######## design 1 ########
Design 1, drive-strength map:
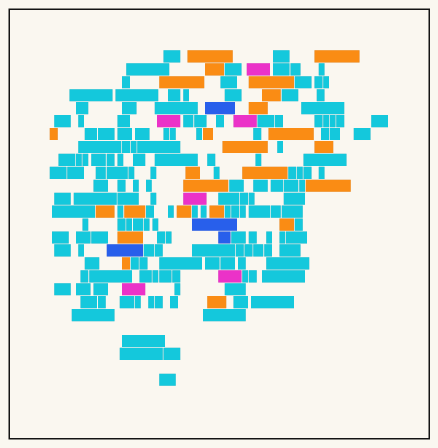

--- config.mk ---
export PLATFORM = sky130hd
export DESIGN_NAME = tick_sched_ctrl_flat
export DESIGN_NICKNAME = d
export VERILOG_FILES = /design/src/rtl/tick_sched_ctrl_if.sv /design/src/rtl/tick_sched_ctrl.sv /design/src/flat_wrapper.sv
export SDC_FILE = /design/constraint.sdc
export NUM_CORES = 1
export LEC_CHECK = 0
export CORE_AREA = 8 8 80 82
export DETAILED_ROUTE_END_ITERATION = 10
export DIE_AREA = 0 0 88 90
export GPL_TIMING_DRIVEN = 0
export PLACE_DENSITY = 0.64
export REMOVE_ABC_BUFFERS = 1
export SKIP_CTS_REPAIR_TIMING = 1
export SLEW_MARGIN = 20
export SYNTH_ARGS = -nofsm -noshare
export SYNTH_HDL_FRONTEND = slang
export SYNTH_SLANG_ARGS = --single-unit
--- constraint.sdc ---
create_clock -name clk -period 5.6 [get_ports clk]
set_input_delay 0.84 -clock clk [delete_from_list [all_inputs] [get_ports clk]]
set_output_delay 0.84 -clock clk [all_outputs]
set_load 0.05 [all_outputs]
--- src/rtl/tick_sched_ctrl_if.sv ---
// tick_sched_ctrl_if: divide-ratio config handshake.
// master offers cfg_div, slave accepts on valid && ready.
interface tick_sched_ctrl_if #(
  parameter int N = 5
) ();
  logic         cfg_valid;
  logic         cfg_ready;
  logic [N-1:0] cfg_div;

  modport master (
    output cfg_valid,
    output cfg_div,
    input  cfg_ready
  );

  modport slave (
    input  cfg_valid,
    input  cfg_div,
    output cfg_ready
  );
endinterface

--- src/rtl/tick_sched_ctrl.sv ---
// tick_sched_ctrl: run-time controller for the mod-N divider.
// Defers ratio changes to period boundaries; burst/continuous.
module tick_sched_ctrl #(
  parameter int N         = 5,
  parameter int M_DEFAULT = 29,
  parameter int B         = 8
) (
  input  logic              clk,
  input  logic              rst_n,
  tick_sched_ctrl_if.slave  cfg,
  input  logic              start,
  input  logic [B-1:0]      start_burst,
  input  logic              stop,
  output logic              busy,
  output logic              tick,
  output logic              out,
  output logic              done
);

  typedef enum logic {
    S_IDLE = 1'b0,
    S_RUN  = 1'b1
  } state_t;

  localparam logic [N-1:0] DIV_RST = M_DEFAULT[N-1:0];
  localparam logic [N-1:0] N_ONE   = {{(N-1){1'b0}}, 1'b1};
  localparam logic [N-1:0] N_TWO   = {{(N-2){1'b0}}, 2'b10};
  localparam logic [B-1:0] B_ONE   = {{(B-1){1'b0}}, 1'b1};

  state_t       r_state;
  logic [N-1:0] r_div;
  logic [N-1:0] r_sh;
  logic [N-1:0] r_cnt;
  logic [B-1:0] r_left;
  logic         r_pend;
  logic         r_rdy;
  logic         r_busy;
  logic         r_tick;
  logic         r_out;
  logic         r_done;

  logic [N-1:0] w_eff;
  logic         w_acc;
  logic         w_term;
  logic         w_last;

  // ratios 0 and 1 cannot make a period, clamp them to 2
  always_comb begin
    w_eff  = (cfg.cfg_div < N_TWO) ? N_TWO : cfg.cfg_div;
    w_acc  = cfg.cfg_valid && r_rdy;
    w_term = (r_cnt >= (r_div - N_ONE));
    w_last = (r_left == B_ONE);
  end

  // controller FSM with all outputs registered
  always_ff @(posedge clk or negedge rst_n) begin
    if (!rst_n) begin
      r_state <= S_IDLE;
      r_div   <= DIV_RST;
      r_sh    <= DIV_RST;
      r_cnt   <= '0;
      r_left  <= '0;
      r_pend  <= 1'b0;
      r_rdy   <= 1'b1;
      r_busy  <= 1'b0;
      r_tick  <= 1'b0;
      r_out   <= 1'b0;
      r_done  <= 1'b0;
    end else begin
      r_tick <= 1'b0;
      r_done <= 1'b0;
      case (r_state)
        S_IDLE: begin
          if (w_acc) r_div <= w_eff;
          if (start) begin
            r_state <= S_RUN;
            r_cnt   <= '0;
            r_busy  <= 1'b1;
            r_out   <= 1'b0;
            r_left  <= start_burst;
          end
        end
        S_RUN: begin
          priority case (1'b1)
            stop: begin
              r_state <= S_IDLE;
              r_cnt   <= '0;
              r_out   <= 1'b0;
              r_busy  <= 1'b0;
              r_pend  <= 1'b0;
              r_rdy   <= 1'b1;
              if (w_acc)       r_div <= w_eff;
              else if (r_pend) r_div <= r_sh;
            end
            w_term: begin
              r_cnt  <= '0;
              r_out  <= ~r_out;
              r_tick <= 1'b1;
              r_pend <= 1'b0;
              r_rdy  <= 1'b1;
              if (w_acc)       r_div <= w_eff;
              else if (r_pend) r_div <= r_sh;
              if (r_left != '0) begin
                r_left <= r_left - B_ONE;
                if (w_last) begin
                  r_done  <= 1'b1;
                  r_busy  <= 1'b0;
                  r_state <= S_IDLE;
                end
              end
            end
            default: begin
              r_cnt <= r_cnt + N_ONE;
              if (w_acc) begin
                r_sh   <= w_eff;
                r_pend <= 1'b1;
                r_rdy  <= 1'b0;
              end
            end
          endcase
        end
        default: r_state <= S_IDLE;
      endcase
    end
  end

  assign cfg.cfg_ready = r_rdy;
  assign busy          = r_busy;
  assign tick          = r_tick;
  assign out           = r_out;
  assign done          = r_done;

endmodule

--- src/flat_wrapper.sv ---
// flat-port wrapper written by rule: the top's interface ports become plain ports
module tick_sched_ctrl_flat 
#(
  parameter int N         = 5,
  parameter int M_DEFAULT = 29,
  parameter int B         = 8
)
  (clk, rst_n, start, start_burst, stop, busy, tick, out, done, cfg_cfg_valid, cfg_cfg_div, cfg_cfg_ready);
  tick_sched_ctrl_if #(.N(N)) cfg_i ();
  input  logic clk;
  input  logic rst_n;
  input  logic start;
  input  logic [B-1:0] start_burst;
  input  logic stop;
  output logic busy;
  output logic tick;
  output logic out;
  output logic done;
  input wire logic [$bits(cfg_i.cfg_valid)-1:0] cfg_cfg_valid;
  input wire logic [$bits(cfg_i.cfg_div)-1:0] cfg_cfg_div;
  output wire logic [$bits(cfg_i.cfg_ready)-1:0] cfg_cfg_ready;
  assign cfg_i.cfg_valid = cfg_cfg_valid;
  assign cfg_i.cfg_div = cfg_cfg_div;
  assign cfg_cfg_ready = cfg_i.cfg_ready;
  tick_sched_ctrl #(.N(N), .M_DEFAULT(M_DEFAULT), .B(B)) u_core (.clk(clk), .rst_n(rst_n), .cfg(cfg_i), .start(start), .start_burst(start_burst), .stop(stop), .busy(busy), .tick(tick), .out(out), .done(done));
endmodule
######## design 2 ########
File: src/rtl/gin_mcc_fifo_if.sv
// Bus/PE handshake bundle for gin_mcc_fifo.
// Handshake: a word moves when its valid (enable_in / enable_out) and the matching ready (ready_out / ready_in) are both high at a rising clk edge.
interface gin_mcc_fifo_if #(
    parameter int DATA_WIDTH = 64,
    parameter int TAG_WIDTH  = 4
);
    logic [DATA_WIDTH-1:0] data_in;
    logic [TAG_WIDTH-1:0]  tag;
    logic                  enable_in;
    logic                  ready_out;
    logic [DATA_WIDTH-1:0] data_out;
    logic                  enable_out;
    logic                  ready_in;

    modport master (
        output data_in, tag, enable_in, ready_in,
        input  ready_out, data_out, enable_out
    );

    modport slave (
        input  data_in, tag, enable_in, ready_in,
        output ready_out, data_out, enable_out
    );
endinterface

File: src/rtl/gin_mcc_fifo.sv
// GIN multicast controller: scan-configured id/mask tag match feeding a small FIFO towards the PE.
// Optional zero-latency cut-through when GIN_MCC_BYPASS_EN is defined.
module gin_mcc_fifo #(
    parameter int DATA_WIDTH = 64,
    parameter int TAG_WIDTH  = 4,
    parameter int FIFO_DEPTH = 2
) (
    input  logic                             clk,
    input  logic                             reset,
    gin_mcc_fifo_if.slave                    bus,
    output logic [$clog2(FIFO_DEPTH+1)-1:0]  fill_count,
    input  logic                             scan_en_id,
    input  logic                             scan_in_id,
    output logic                             scan_out_id
);
    localparam int PTR_W = $clog2(FIFO_DEPTH);
    localparam int CNT_W = $clog2(FIFO_DEPTH + 1);
    localparam int CFG_W = 2 * TAG_WIDTH;

    logic [CFG_W-1:0]      cfg;
    logic [TAG_WIDTH-1:0]  id;
    logic [TAG_WIDTH-1:0]  mask;
    logic [DATA_WIDTH-1:0] mem [FIFO_DEPTH];
    logic [PTR_W-1:0]      wr_ptr;
    logic [PTR_W-1:0]      rd_ptr;
    logic                  match;
    logic                  full;
    logic                  empty;
    logic                  push;
    logic                  pop;
    logic                  bypass;

    assign id          = cfg[CFG_W-1:TAG_WIDTH];
    assign mask        = cfg[TAG_WIDTH-1:0];
    assign scan_out_id = cfg[0];

    // Mask bits set to 1 turn the corresponding tag bit into a don't-care.
    assign match = ((bus.tag ^ id) & ~mask) == '0;
    assign full  = (fill_count == CNT_W'(FIFO_DEPTH));
    assign empty = (fill_count == '0);

    // Non-matching words are always taken (and dropped), so unrelated traffic never stalls.
    assign bus.ready_out = !scan_en_id && (!match || !full);
    assign pop           = !empty && bus.ready_in;

`ifdef GIN_MCC_BYPASS_EN
    assign bypass         = empty && bus.enable_in && match && bus.ready_in && !scan_en_id;
    assign bus.enable_out = !empty || bypass;
    assign bus.data_out   = bypass ? bus.data_in : (empty ? '0 : mem[rd_ptr]);
`else
    assign bypass         = 1'b0;
    assign bus.enable_out = !empty;
    assign bus.data_out   = empty ? '0 : mem[rd_ptr];
`endif

    assign push = bus.enable_in && match && !full && !scan_en_id && !bypass;

    always_ff @(posedge clk) begin
        if (reset) begin
            cfg        <= '0;
            wr_ptr     <= '0;
            rd_ptr     <= '0;
            fill_count <= '0;
        end else begin
            if (scan_en_id) begin
                cfg <= {scan_in_id, cfg[CFG_W-1:1]};
            end
            if (push) begin
                wr_ptr <= wr_ptr + PTR_W'(1);
            end
            if (pop) begin
                rd_ptr <= rd_ptr + PTR_W'(1);
            end
            case ({push, pop})
                2'b10:   fill_count <= fill_count + CNT_W'(1);
                2'b01:   fill_count <= fill_count - CNT_W'(1);
                default: fill_count <= fill_count;
            endcase
        end
    end

    // Payload storage carries no reset; only entries between the pointers are ever shown.
    always_ff @(posedge clk) begin
        if (push && !reset) begin
            mem[wr_ptr] <= bus.data_in;
        end
    end
endmodule

File: src/flat_wrapper.sv
// flat-port wrapper written by rule: the top's interface ports become plain ports
module gin_mcc_fifo_flat 
#(
    parameter int DATA_WIDTH = 64,
    parameter int TAG_WIDTH  = 4,
    parameter int FIFO_DEPTH = 2
)
  (clk, reset, fill_count, scan_en_id, scan_in_id, scan_out_id, bus_data_in, bus_tag, bus_enable_in, bus_ready_in, bus_ready_out, bus_data_out, bus_enable_out);
  gin_mcc_fifo_if #(.DATA_WIDTH(DATA_WIDTH), .TAG_WIDTH(TAG_WIDTH)) bus_i ();
  input  logic clk;
  input  logic reset;
  output logic [$clog2(FIFO_DEPTH+1)-1:0] fill_count;
  input  logic scan_en_id;
  input  logic scan_in_id;
  output logic scan_out_id;
  input wire logic [$bits(bus_i.data_in)-1:0] bus_data_in;
  input wire logic [$bits(bus_i.tag)-1:0] bus_tag;
  input wire logic [$bits(bus_i.enable_in)-1:0] bus_enable_in;
  input wire logic [$bits(bus_i.ready_in)-1:0] bus_ready_in;
  output wire logic [$bits(bus_i.ready_out)-1:0] bus_ready_out;
  output wire logic [$bits(bus_i.data_out)-1:0] bus_data_out;
  output wire logic [$bits(bus_i.enable_out)-1:0] bus_enable_out;
  assign bus_i.data_in = bus_data_in;
  assign bus_i.tag = bus_tag;
  assign bus_i.enable_in = bus_enable_in;
  assign bus_i.ready_in = bus_ready_in;
  assign bus_ready_out = bus_i.ready_out;
  assign bus_data_out = bus_i.data_out;
  assign bus_enable_out = bus_i.enable_out;
  gin_mcc_fifo #(.DATA_WIDTH(DATA_WIDTH), .TAG_WIDTH(TAG_WIDTH), .FIFO_DEPTH(FIFO_DEPTH)) u_core (.clk(clk), .reset(reset), .bus(bus_i), .fill_count(fill_count), .scan_en_id(scan_en_id), .scan_in_id(scan_in_id), .scan_out_id(scan_out_id));
endmodule
File: config.mk
export PLATFORM = sky130hd
export DESIGN_NAME = gin_mcc_fifo_flat
export DESIGN_NICKNAME = d
export VERILOG_FILES = /design/src/rtl/gin_mcc_fifo_if.sv /design/src/rtl/gin_mcc_fifo.sv /design/src/flat_wrapper.sv
export SDC_FILE = /design/constraint.sdc
export NUM_CORES = 1
export LEC_CHECK = 0
export CAP_MARGIN = 20
export CORE_UTILIZATION = 50
export CTS_BUF_LIST = sky130_fd_sc_hd__clkbuf_2 sky130_fd_sc_hd__clkbuf_4 sky130_fd_sc_hd__clkbuf_8
export CTS_CLUSTER_DIAMETER = 60
export DETAILED_ROUTE_END_ITERATION = 8
export PLACE_DENSITY = 0.82
export SETUP_SLACK_MARGIN = 0.05
export SYNTH_ARGS = -nofsm -noshare
export SYNTH_HDL_FRONTEND = slang
export SYNTH_SLANG_ARGS = --single-unit
File: constraint.sdc
create_clock -name clk -period 2.7 [get_ports clk]
set_input_delay 0.54 -clock clk [delete_from_list [all_inputs] [get_ports clk]]
set_output_delay 0.54 -clock clk [all_outputs]
set_load 0.1 [all_outputs]
######## design 3 ########
--- src/rtl/pwm_sample_decoder_if.sv ---
// pwm_sample_decoder_if: PWM line inputs, control inputs and recovered-sample outputs of the decoder
//   master: drives ena, pwm_pos, pwm_neg, err_clr; observes sample_mag, sample_neg, sample_valid, locked, conflict_err
//   slave : the decoder side (directions reversed)
interface pwm_sample_decoder_if #(parameter int N = 8);
  logic         ena;
  logic         pwm_pos;
  logic         pwm_neg;
  logic         err_clr;
  logic [N-1:0] sample_mag;
  logic         sample_neg;
  logic         sample_valid;
  logic         locked;
  logic         conflict_err;
  modport master (
    output ena, pwm_pos, pwm_neg, err_clr,
    input  sample_mag, sample_neg, sample_valid, locked, conflict_err
  );
  modport slave (
    input  ena, pwm_pos, pwm_neg, err_clr,
    output sample_mag, sample_neg, sample_valid, locked, conflict_err
  );
endinterface

--- src/rtl/pwm_sample_decoder.sv ---
// pwm_sample_decoder: recovers one sign-magnitude N-bit sample per 2^N-clock dual-line PWM frame
//   clk   : system clock
//   rst_n : asynchronous active-low reset
//   bus   : slave side of pwm_sample_decoder_if (ena, pwm_pos, pwm_neg, err_clr in;
//           sample_mag, sample_neg, sample_valid, locked, conflict_err out)
module pwm_sample_decoder #(
  parameter int N = 8
) (
  input  logic                  clk,
  input  logic                  rst_n,
  pwm_sample_decoder_if.slave   bus
);
  typedef enum logic [1:0] {SEARCH, ACQUIRE, LOCKED} state_t;
  state_t       state_q;
  logic [1:0]   pos_sync_q, neg_sync_q;
  logic         prev_act_q, err_q;
  logic [N-1:0] frame_cnt_q, hi_cnt_q, hi_d, mag_q;
  logic         pol_q, neg_q, valid_q, locked_q;
  logic         sp, sn, act, rise, resync;
  assign sp     = pos_sync_q[1];
  assign sn     = neg_sync_q[1];
  assign act    = sp | sn;
  assign rise   = act & ~prev_act_q;
  // Any rising edge away from index 0 means we are misaligned; in SEARCH every edge starts a frame.
  assign resync = rise && (state_q == SEARCH || frame_cnt_q != '0);
  assign hi_d   = (act && hi_cnt_q != '1) ? hi_cnt_q + 1'b1 : hi_cnt_q;
  assign bus.sample_mag   = mag_q;
  assign bus.sample_neg   = neg_q;
  assign bus.sample_valid = valid_q;
  assign bus.locked       = locked_q;
  assign bus.conflict_err = err_q;
  always_ff @(posedge clk or negedge rst_n) begin
    if (!rst_n) begin
      pos_sync_q <= '0;
      neg_sync_q <= '0;
      prev_act_q <= 1'b0;
      err_q      <= 1'b0;
    end else begin
      pos_sync_q <= {pos_sync_q[0], bus.pwm_pos};
      neg_sync_q <= {neg_sync_q[0], bus.pwm_neg};
      prev_act_q <= act;
      err_q      <= (sp & sn) | (err_q & ~bus.err_clr);
    end
  end
  always_ff @(posedge clk or negedge rst_n) begin
    if (!rst_n) begin
      state_q     <= SEARCH;
      frame_cnt_q <= '0;
      hi_cnt_q    <= '0;
      pol_q       <= 1'b0;
      mag_q       <= '0;
      neg_q       <= 1'b0;
      valid_q     <= 1'b0;
      locked_q    <= 1'b0;
    end else begin
      valid_q <= 1'b0;
      if (!bus.ena) begin
        state_q     <= SEARCH;
        frame_cnt_q <= '0;
        hi_cnt_q    <= '0;
        pol_q       <= 1'b0;
        locked_q    <= 1'b0;
      end else if (resync) begin
        state_q     <= ACQUIRE;
        frame_cnt_q <= N'(1);
        hi_cnt_q    <= N'(1);
        pol_q       <= sn;
        locked_q    <= 1'b0;
      end else if (state_q != SEARCH) begin
        frame_cnt_q <= frame_cnt_q + 1'b1;
        hi_cnt_q    <= hi_d;
        if (frame_cnt_q == '0) pol_q <= sn;
        // Last index of the frame: emit the count including this cycle, restart counting at index 0.
        if (frame_cnt_q == '1) begin
          mag_q    <= hi_d;
          neg_q    <= pol_q;
          valid_q  <= 1'b1;
          hi_cnt_q <= '0;
          state_q  <= LOCKED;
          locked_q <= 1'b1;
        end
      end
    end
  end
endmodule

--- src/flat_wrapper.sv ---
// flat-port wrapper written by rule: the top's interface ports become plain ports
module pwm_sample_decoder_flat 
#(
  parameter int N = 8
)
  (clk, rst_n, bus_ena, bus_pwm_pos, bus_pwm_neg, bus_err_clr, bus_sample_mag, bus_sample_neg, bus_sample_valid, bus_locked, bus_conflict_err);
  pwm_sample_decoder_if #(.N(N)) bus_i ();
  input  logic clk;
  input  logic rst_n;
  input wire logic [$bits(bus_i.ena)-1:0] bus_ena;
  input wire logic [$bits(bus_i.pwm_pos)-1:0] bus_pwm_pos;
  input wire logic [$bits(bus_i.pwm_neg)-1:0] bus_pwm_neg;
  input wire logic [$bits(bus_i.err_clr)-1:0] bus_err_clr;
  output wire logic [$bits(bus_i.sample_mag)-1:0] bus_sample_mag;
  output wire logic [$bits(bus_i.sample_neg)-1:0] bus_sample_neg;
  output wire logic [$bits(bus_i.sample_valid)-1:0] bus_sample_valid;
  output wire logic [$bits(bus_i.locked)-1:0] bus_locked;
  output wire logic [$bits(bus_i.conflict_err)-1:0] bus_conflict_err;
  assign bus_i.ena = bus_ena;
  assign bus_i.pwm_pos = bus_pwm_pos;
  assign bus_i.pwm_neg = bus_pwm_neg;
  assign bus_i.err_clr = bus_err_clr;
  assign bus_sample_mag = bus_i.sample_mag;
  assign bus_sample_neg = bus_i.sample_neg;
  assign bus_sample_valid = bus_i.sample_valid;
  assign bus_locked = bus_i.locked;
  assign bus_conflict_err = bus_i.conflict_err;
  pwm_sample_decoder #(.N(N)) u_core (.clk(clk), .rst_n(rst_n), .bus(bus_i));
endmodule
--- config.mk ---
export PLATFORM = sky130hd
export DESIGN_NAME = pwm_sample_decoder_flat
export DESIGN_NICKNAME = d
export VERILOG_FILES = /design/src/rtl/pwm_sample_decoder_if.sv /design/src/rtl/pwm_sample_decoder.sv /design/src/flat_wrapper.sv
export SDC_FILE = /design/constraint.sdc
export NUM_CORES = 1
export LEC_CHECK = 0
export CORE_MARGIN = 1
export CORE_UTILIZATION = 40
export CTS_CLUSTER_DIAMETER = 30
export DETAILED_ROUTE_END_ITERATION = 10
export GPL_ROUTABILITY_DRIVEN = 0
export SETUP_SLACK_MARGIN = 0.5
export SLEW_MARGIN = 40
export SYNTH_ARGS = -nofsm -noshare
export SYNTH_HDL_FRONTEND = slang
export SYNTH_SLANG_ARGS = --single-unit
export TNS_END_PERCENT = 50
--- constraint.sdc ---
create_clock -name clk -period 2.8 [get_ports clk]
set_clock_uncertainty 0.1 [all_clocks]
set_input_delay 0.84 -clock clk [delete_from_list [all_inputs] [get_ports clk]]
set_output_delay 0.84 -clock clk [all_outputs]
set_load 0.005 [all_outputs]
Design 2, pin placement:
Scale bar: 20 um. Pins as bars across the die edge, other pins in gray.
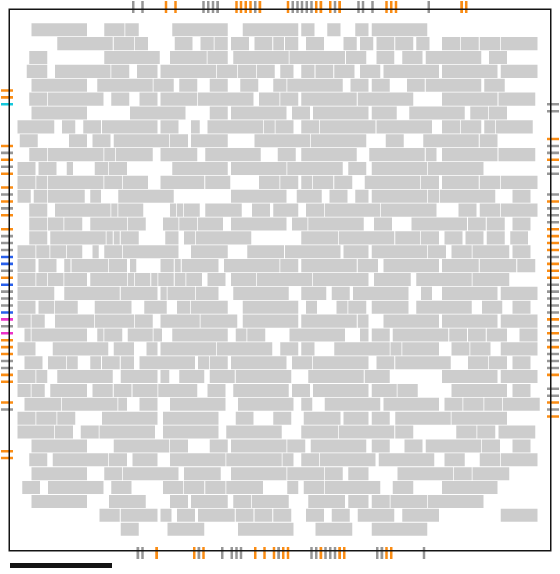
[cyan] clk | pins: 1 | direction: input | edge: left
[blue] bus_tag | pins: 4 | direction: input | edge: left
[orange] bus_data_in | pins: 64 | direction: input | edge: 18 left, 17 top, 16 right, 13 bottom
[magenta] fill_count | pins: 2 | direction: output | edge: left
all pins by edge: 40 right, 40 left, 34 top, 29 bottom

==> deck_impl_summary.md, design 2 <==
Implementation Results

Status
  • Run status: completed

Synth
  • Number of instances in the synthesized netlist: between 300 and 400
  • Syn Area/Cell: 16.3 um2
  • Cell with the most instances after synthesis: sky130_fd_sc_hd__edfxtp_1
  • Mapped Nets: slightly above 400

Power and ir drop
  • Max VDD drop: slightly below 0.0005 V
  • Leakage: 2.70 nW

Timing
  • Worst Hold Slack: ~0.54 ns
  • Clock skew after layout: 0.0151 ns
  • Final Slew Violations: 0
  • Peak Freq: slightly above 400 MHz

Floorplan
  • Area inside the core boundary: 10400 um2
  • Number of ports placed on the die boundary: about 140

Worst setup path
  • Crit-path most repeated cell: sky130_fd_sc_hd__buf_12
  • Crit path buffers/inverters: 2
  • Data required time of the worst path: ~2.2 ns

Final layout
  • Combinational cell area excluding buffers and inverters: roughly 1600 um2
  • Fraction of area in multi-input gates: 19.1%
  • Layout non-clock buf frac: between 20 and 25%
  • Clock Buffer Count: 21
  • Antenna diode instance count: 0

Clock network
  • Clock input transition at the sequential cells of the worst setup and hold paths: about 0.07 ns
  • Number of setup buffers added after CTS: 0
  • Hold-fix buffer count after cts: 0

Placed design
  • Post-placement worst setup slack: between 0.07 and 0.08 ns
design 2: cell families after synthesis:
family,after synthesis,synth area share (%)
flip-flops,141,76.1
AND/OR/NAND/NOR,86,6.73
multiplexers,73,13.6
buffers and inverters,18,1.46
XOR/XNOR,7,1.14
AND-OR/OR-AND,5,0.742
adder cells (fa/ha/maj),1,0.232
design 2: placed cells by master, fill, tap and decap left out, types with 9 or more instances in the layout:
master / Yosys / final
sky130_fd_sc_hd__dfxtp_1: 13 / 9
sky130_fd_sc_hd__nor2_2: 0 / 22
sky130_fd_sc_hd__edfxtp_1: 128 / 128
sky130_fd_sc_hd__clkdlybuf4s50_1: 0 / 73
sky130_fd_sc_hd__clkbuf_8: 0 / 19
sky130_fd_sc_hd__mux2i_1: 72 / 72
sky130_fd_sc_hd__buf_12: 0 / 55
sky130_fd_sc_hd__nor2_4: 0 / 43
sky130_fd_sc_hd__nor2_1: 78 / 13
sky130_fd_sc_hd__buf_4: 0 / 25
design 2: registers in the layout (all words and copies together), names as in the netlist, named ones only:
register,cells
u_core.cfg,8
u_core.fill_count,2
u_core.mem,128
u_core.rd_ptr,1
u_core.wr_ptr,1
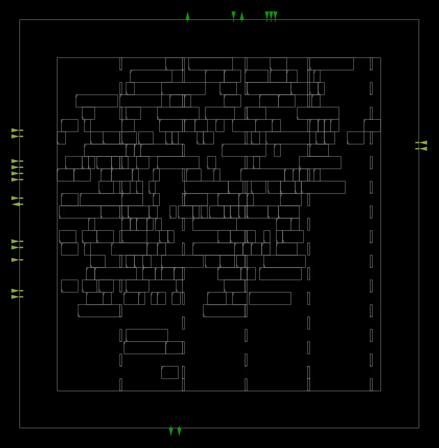
Design 1: cell outlines without signal wires
Final Instance Count excl. Fillers: 273
FILL cells: 516
Std-Cell Rows: 27
number of flip-flops and latches: 30
flip-flop and latch share of the layout cell area: 36.1%

Notes on 'drive-strength map' of design 1 above:
[blue] x3 and x4 | cells: 4 | share: 2.0%
[magenta] x6 and larger | cells: 6 | share: 3.0%
[cyan] x1 and smaller | cells: 167 | share: 83%
[orange] x2 | cells: 24 | share: 12%

==> deck_impl_summary.md, design 1 <==
Implementation Results

Hold path
  • Path category of the worst min-delay check: reg -> reg

Status
  • Run status: completed

Final layout
  • Clock network contribution to total cell area: under 10%
  • Number of non-clock inverters in the layout: 12

Power and ir drop
  • Proportion of power drawn by combinational gates: 36.0%

GRT
  • Routing usage on met2: between 10% and 20%
  • Global-route met1 utilization: 11.7%
  • GRT Max-Usage Layer: met2

Timing
  • Final Slew Violations: 0
  • Peak Freq: 352 MHz

Worst setup path
  • Endpoint type of the worst setup path: register
  • Sort of element at the start of the critical path: register

Synth
  • Count of flip-flops with a built-in enable after synthesis: 0
  • Summed instance area of the synthesized netlist: about 1700 um2
  • Cell with the most instances after synthesis: sky130_fd_sc_hd__dfrtp_1

Placed design
  • Post-placement worst setup slack: roughly 2.7 ns
-- design 1: registers in the layout, indices dropped and copies added, names as in the netlist --
| name | cells |
|---|---|
| u_core.r_div | 5 |
| u_core.done | 1 |
| u_core.out | 1 |
| u_core.r_pend | 1 |
| u_core.tick | 1 |
| u_core.cfg.cfg_ready | 1 |
| u_core.r_sh | 5 |
| u_core.busy | 1 |
| u_core.r_left | 8 |
| u_core.r_cnt | 5 |
| u_core.r_state | 1 |
-- design 1: worst max-delay path, cell delays in order (launching register included) --
cell and delay [ns]:
sky130_fd_sc_hd__dfstp_2 0.53, sky130_fd_sc_hd__inv_1 0.06, sky130_fd_sc_hd__ha_1 0.21, sky130_fd_sc_hd__nor3b_1 0.15, sky130_fd_sc_hd__xnor2_1 0.12, sky130_fd_sc_hd__ha_1 0.39, sky130_fd_sc_hd__nand2_1 0.07, sky130_fd_sc_hd__a21oi_1 0.19
sky130_fd_sc_hd__a21oi_2 0.11, sky130_fd_sc_hd__a31oi_2 0.53, sky130_fd_sc_hd__a211oi_1 0.16, sky130_fd_sc_hd__a311oi_1 0.21
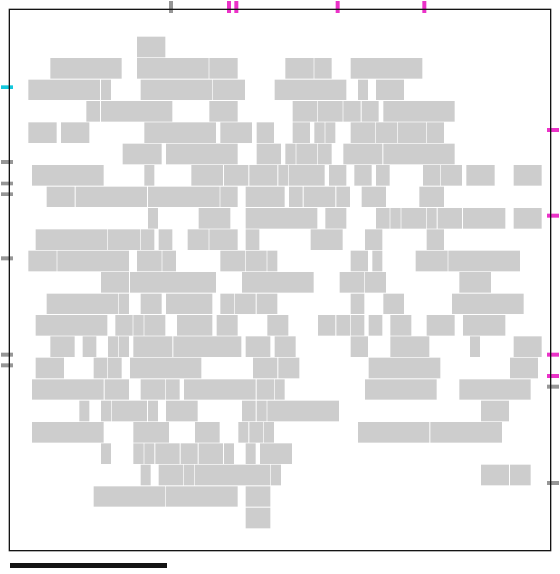
Design 3: pin placement
Scale bar: 20 um. Pins as bars across the die edge, other pins in gray.
[cyan] clk | pins: 1 | direction: input | edge: left
[magenta] bus_sample_mag | pins: 8 | direction: output | edge: 4 top, 4 right

==> deck_impl_summary.md, design 3 <==
Implementation Results

Status
  • Run status: completed

Synth
  • Biggest combinational cell group after synthesis: simple AND/OR/NAND/NOR gates
  • Post-synthesis cell type with the largest combined area: sky130_fd_sc_hd__dfrtp_1
  • Count of flip-flops with a built-in enable after synthesis: 0
  • Dominant synthesized flop cell: sky130_fd_sc_hd__dfrtp_1
  • Post-synthesis simple-gate area fraction: ~16%
  • Post-synthesis cell count from yosys: about 170
  • Post-synth area from yosys stat: 1780 um2

Clock network
  • Number of setup buffers added after CTS: 2
  • Number of H-tree levels: 2
  • Clock input transition at the sequential cells of the worst setup and hold paths: about 0.080 ns
  • Number of buffers inserted during clock tree synthesis: 5
  • Clk buf depth: 2

Worst setup path
  • Number of cells on the worst reg-to-reg path: 5
  • Cells traversed along the worst timing path: or4_4 -> o21ai_4 -> nor4b_4 -> buf_4 -> mux2_2

Timing
  • Final Slew Violations: 0

Final layout
  • Final #Nets: between 200 and 250
  • Number of buffers other than clock buffers in the final layout: 27
  • FILL cells: about 380

Floorplan
  • Std-Cell Rows: 23

Route
  • Routed met1 length: around 1800 um
[design 3: per-stage QoR]
stage | hold WS, ns | setup WS [ns] | util, % | std cells
after floorplan | 0.231 | 0.621 | - | 165
after global placement | 0.234 | 0.150 | 49.0 | 233
after detailed placement | 0.239 | 0.128 | 49.0 | 233
after CTS | 0.257 | 0.525 | 52.1 | 243
after global routing | 0.258 | 0.496 | 52.5 | 244
final | 0.254 | 0.544 | 52.5 | 244
[design 3: state kept, by name, indices dropped and copies added (netlist names)]
signal and count:
u_core.bus.sample_neg 1, u_core.bus.sample_mag 8, u_core.frame_cnt_q 8, u_core.pol_q 1
u_core.neg_sync_q 2, u_core.pos_sync_q 2, u_core.bus.conflict_err 1, u_core.state_q 1
u_core.hi_cnt_q 8, u_core.prev_act_q 1, u_core.bus.sample_valid 1, u_core.bus.locked 1
[design 3: power groups by stage]
stage               clock network [mW]  registers, mW  logic (mW)
floorplan                            0          0.533      0.0484
global placement                     0          0.535      0.0832
detailed placement                   0          0.536      0.0841
CTS                              0.477          0.526      0.0855
global route                     0.497          0.527      0.0954
finish                           0.470          0.526      0.0850

==> notes/layouts.md <==
Pictures saved along the way, in no particular order.

Close-up of the layout.
Plate I
Region (41, 41) to (61, 61) um. Cells in gray, sequential cells in the stronger gray; small squares are vias.
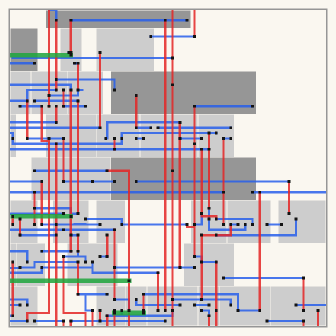
Plate II
Region (69, 69) to (89, 89) um. Cells in gray, sequential cells in the stronger gray; small squares are vias.
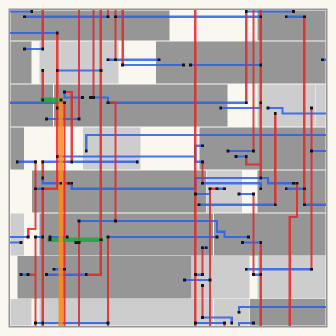
Plate III
Region (56, 58) to (76, 78) um. Cells in gray, sequential cells in the stronger gray; small squares are vias.
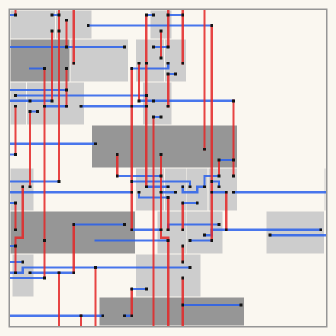
Design 2 is Plate II.
Design 3 is Plate I.
Design 1 is Plate III.



==> layout pictures side by side <==
Placement density heat map.
(a)
The die is cut into 11 by 11 equal tiles; white is low, dark blue is high, 0 to 100% covered.
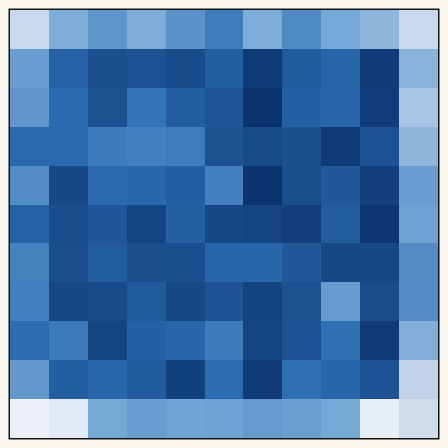
(b)
The die is cut into 9 by 9 equal tiles; white is low, dark blue is high, 0 to 100% covered.
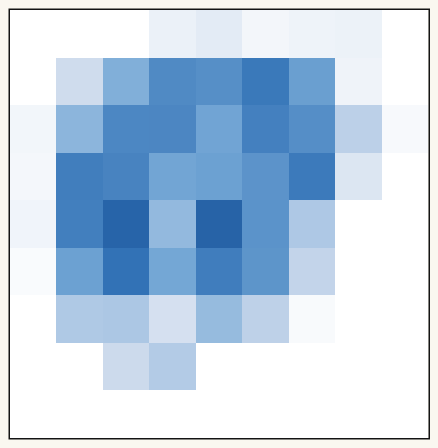
(c)
The die is cut into 7 by 7 equal tiles; white is low, dark blue is high, 0 to 100% covered.
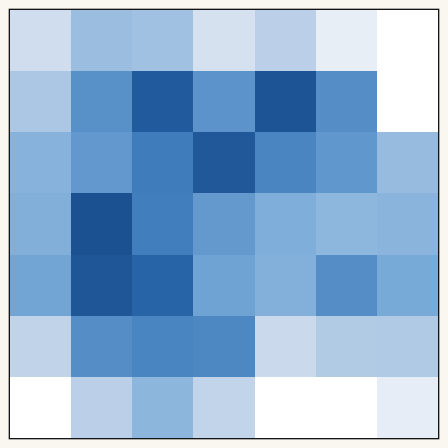
- (b) = design 1
- (a) = design 2
- (c) = design 3
Of these, highest utilization: (a)

Power figures rest on the tool's default switching activity, not on a simulated workload.
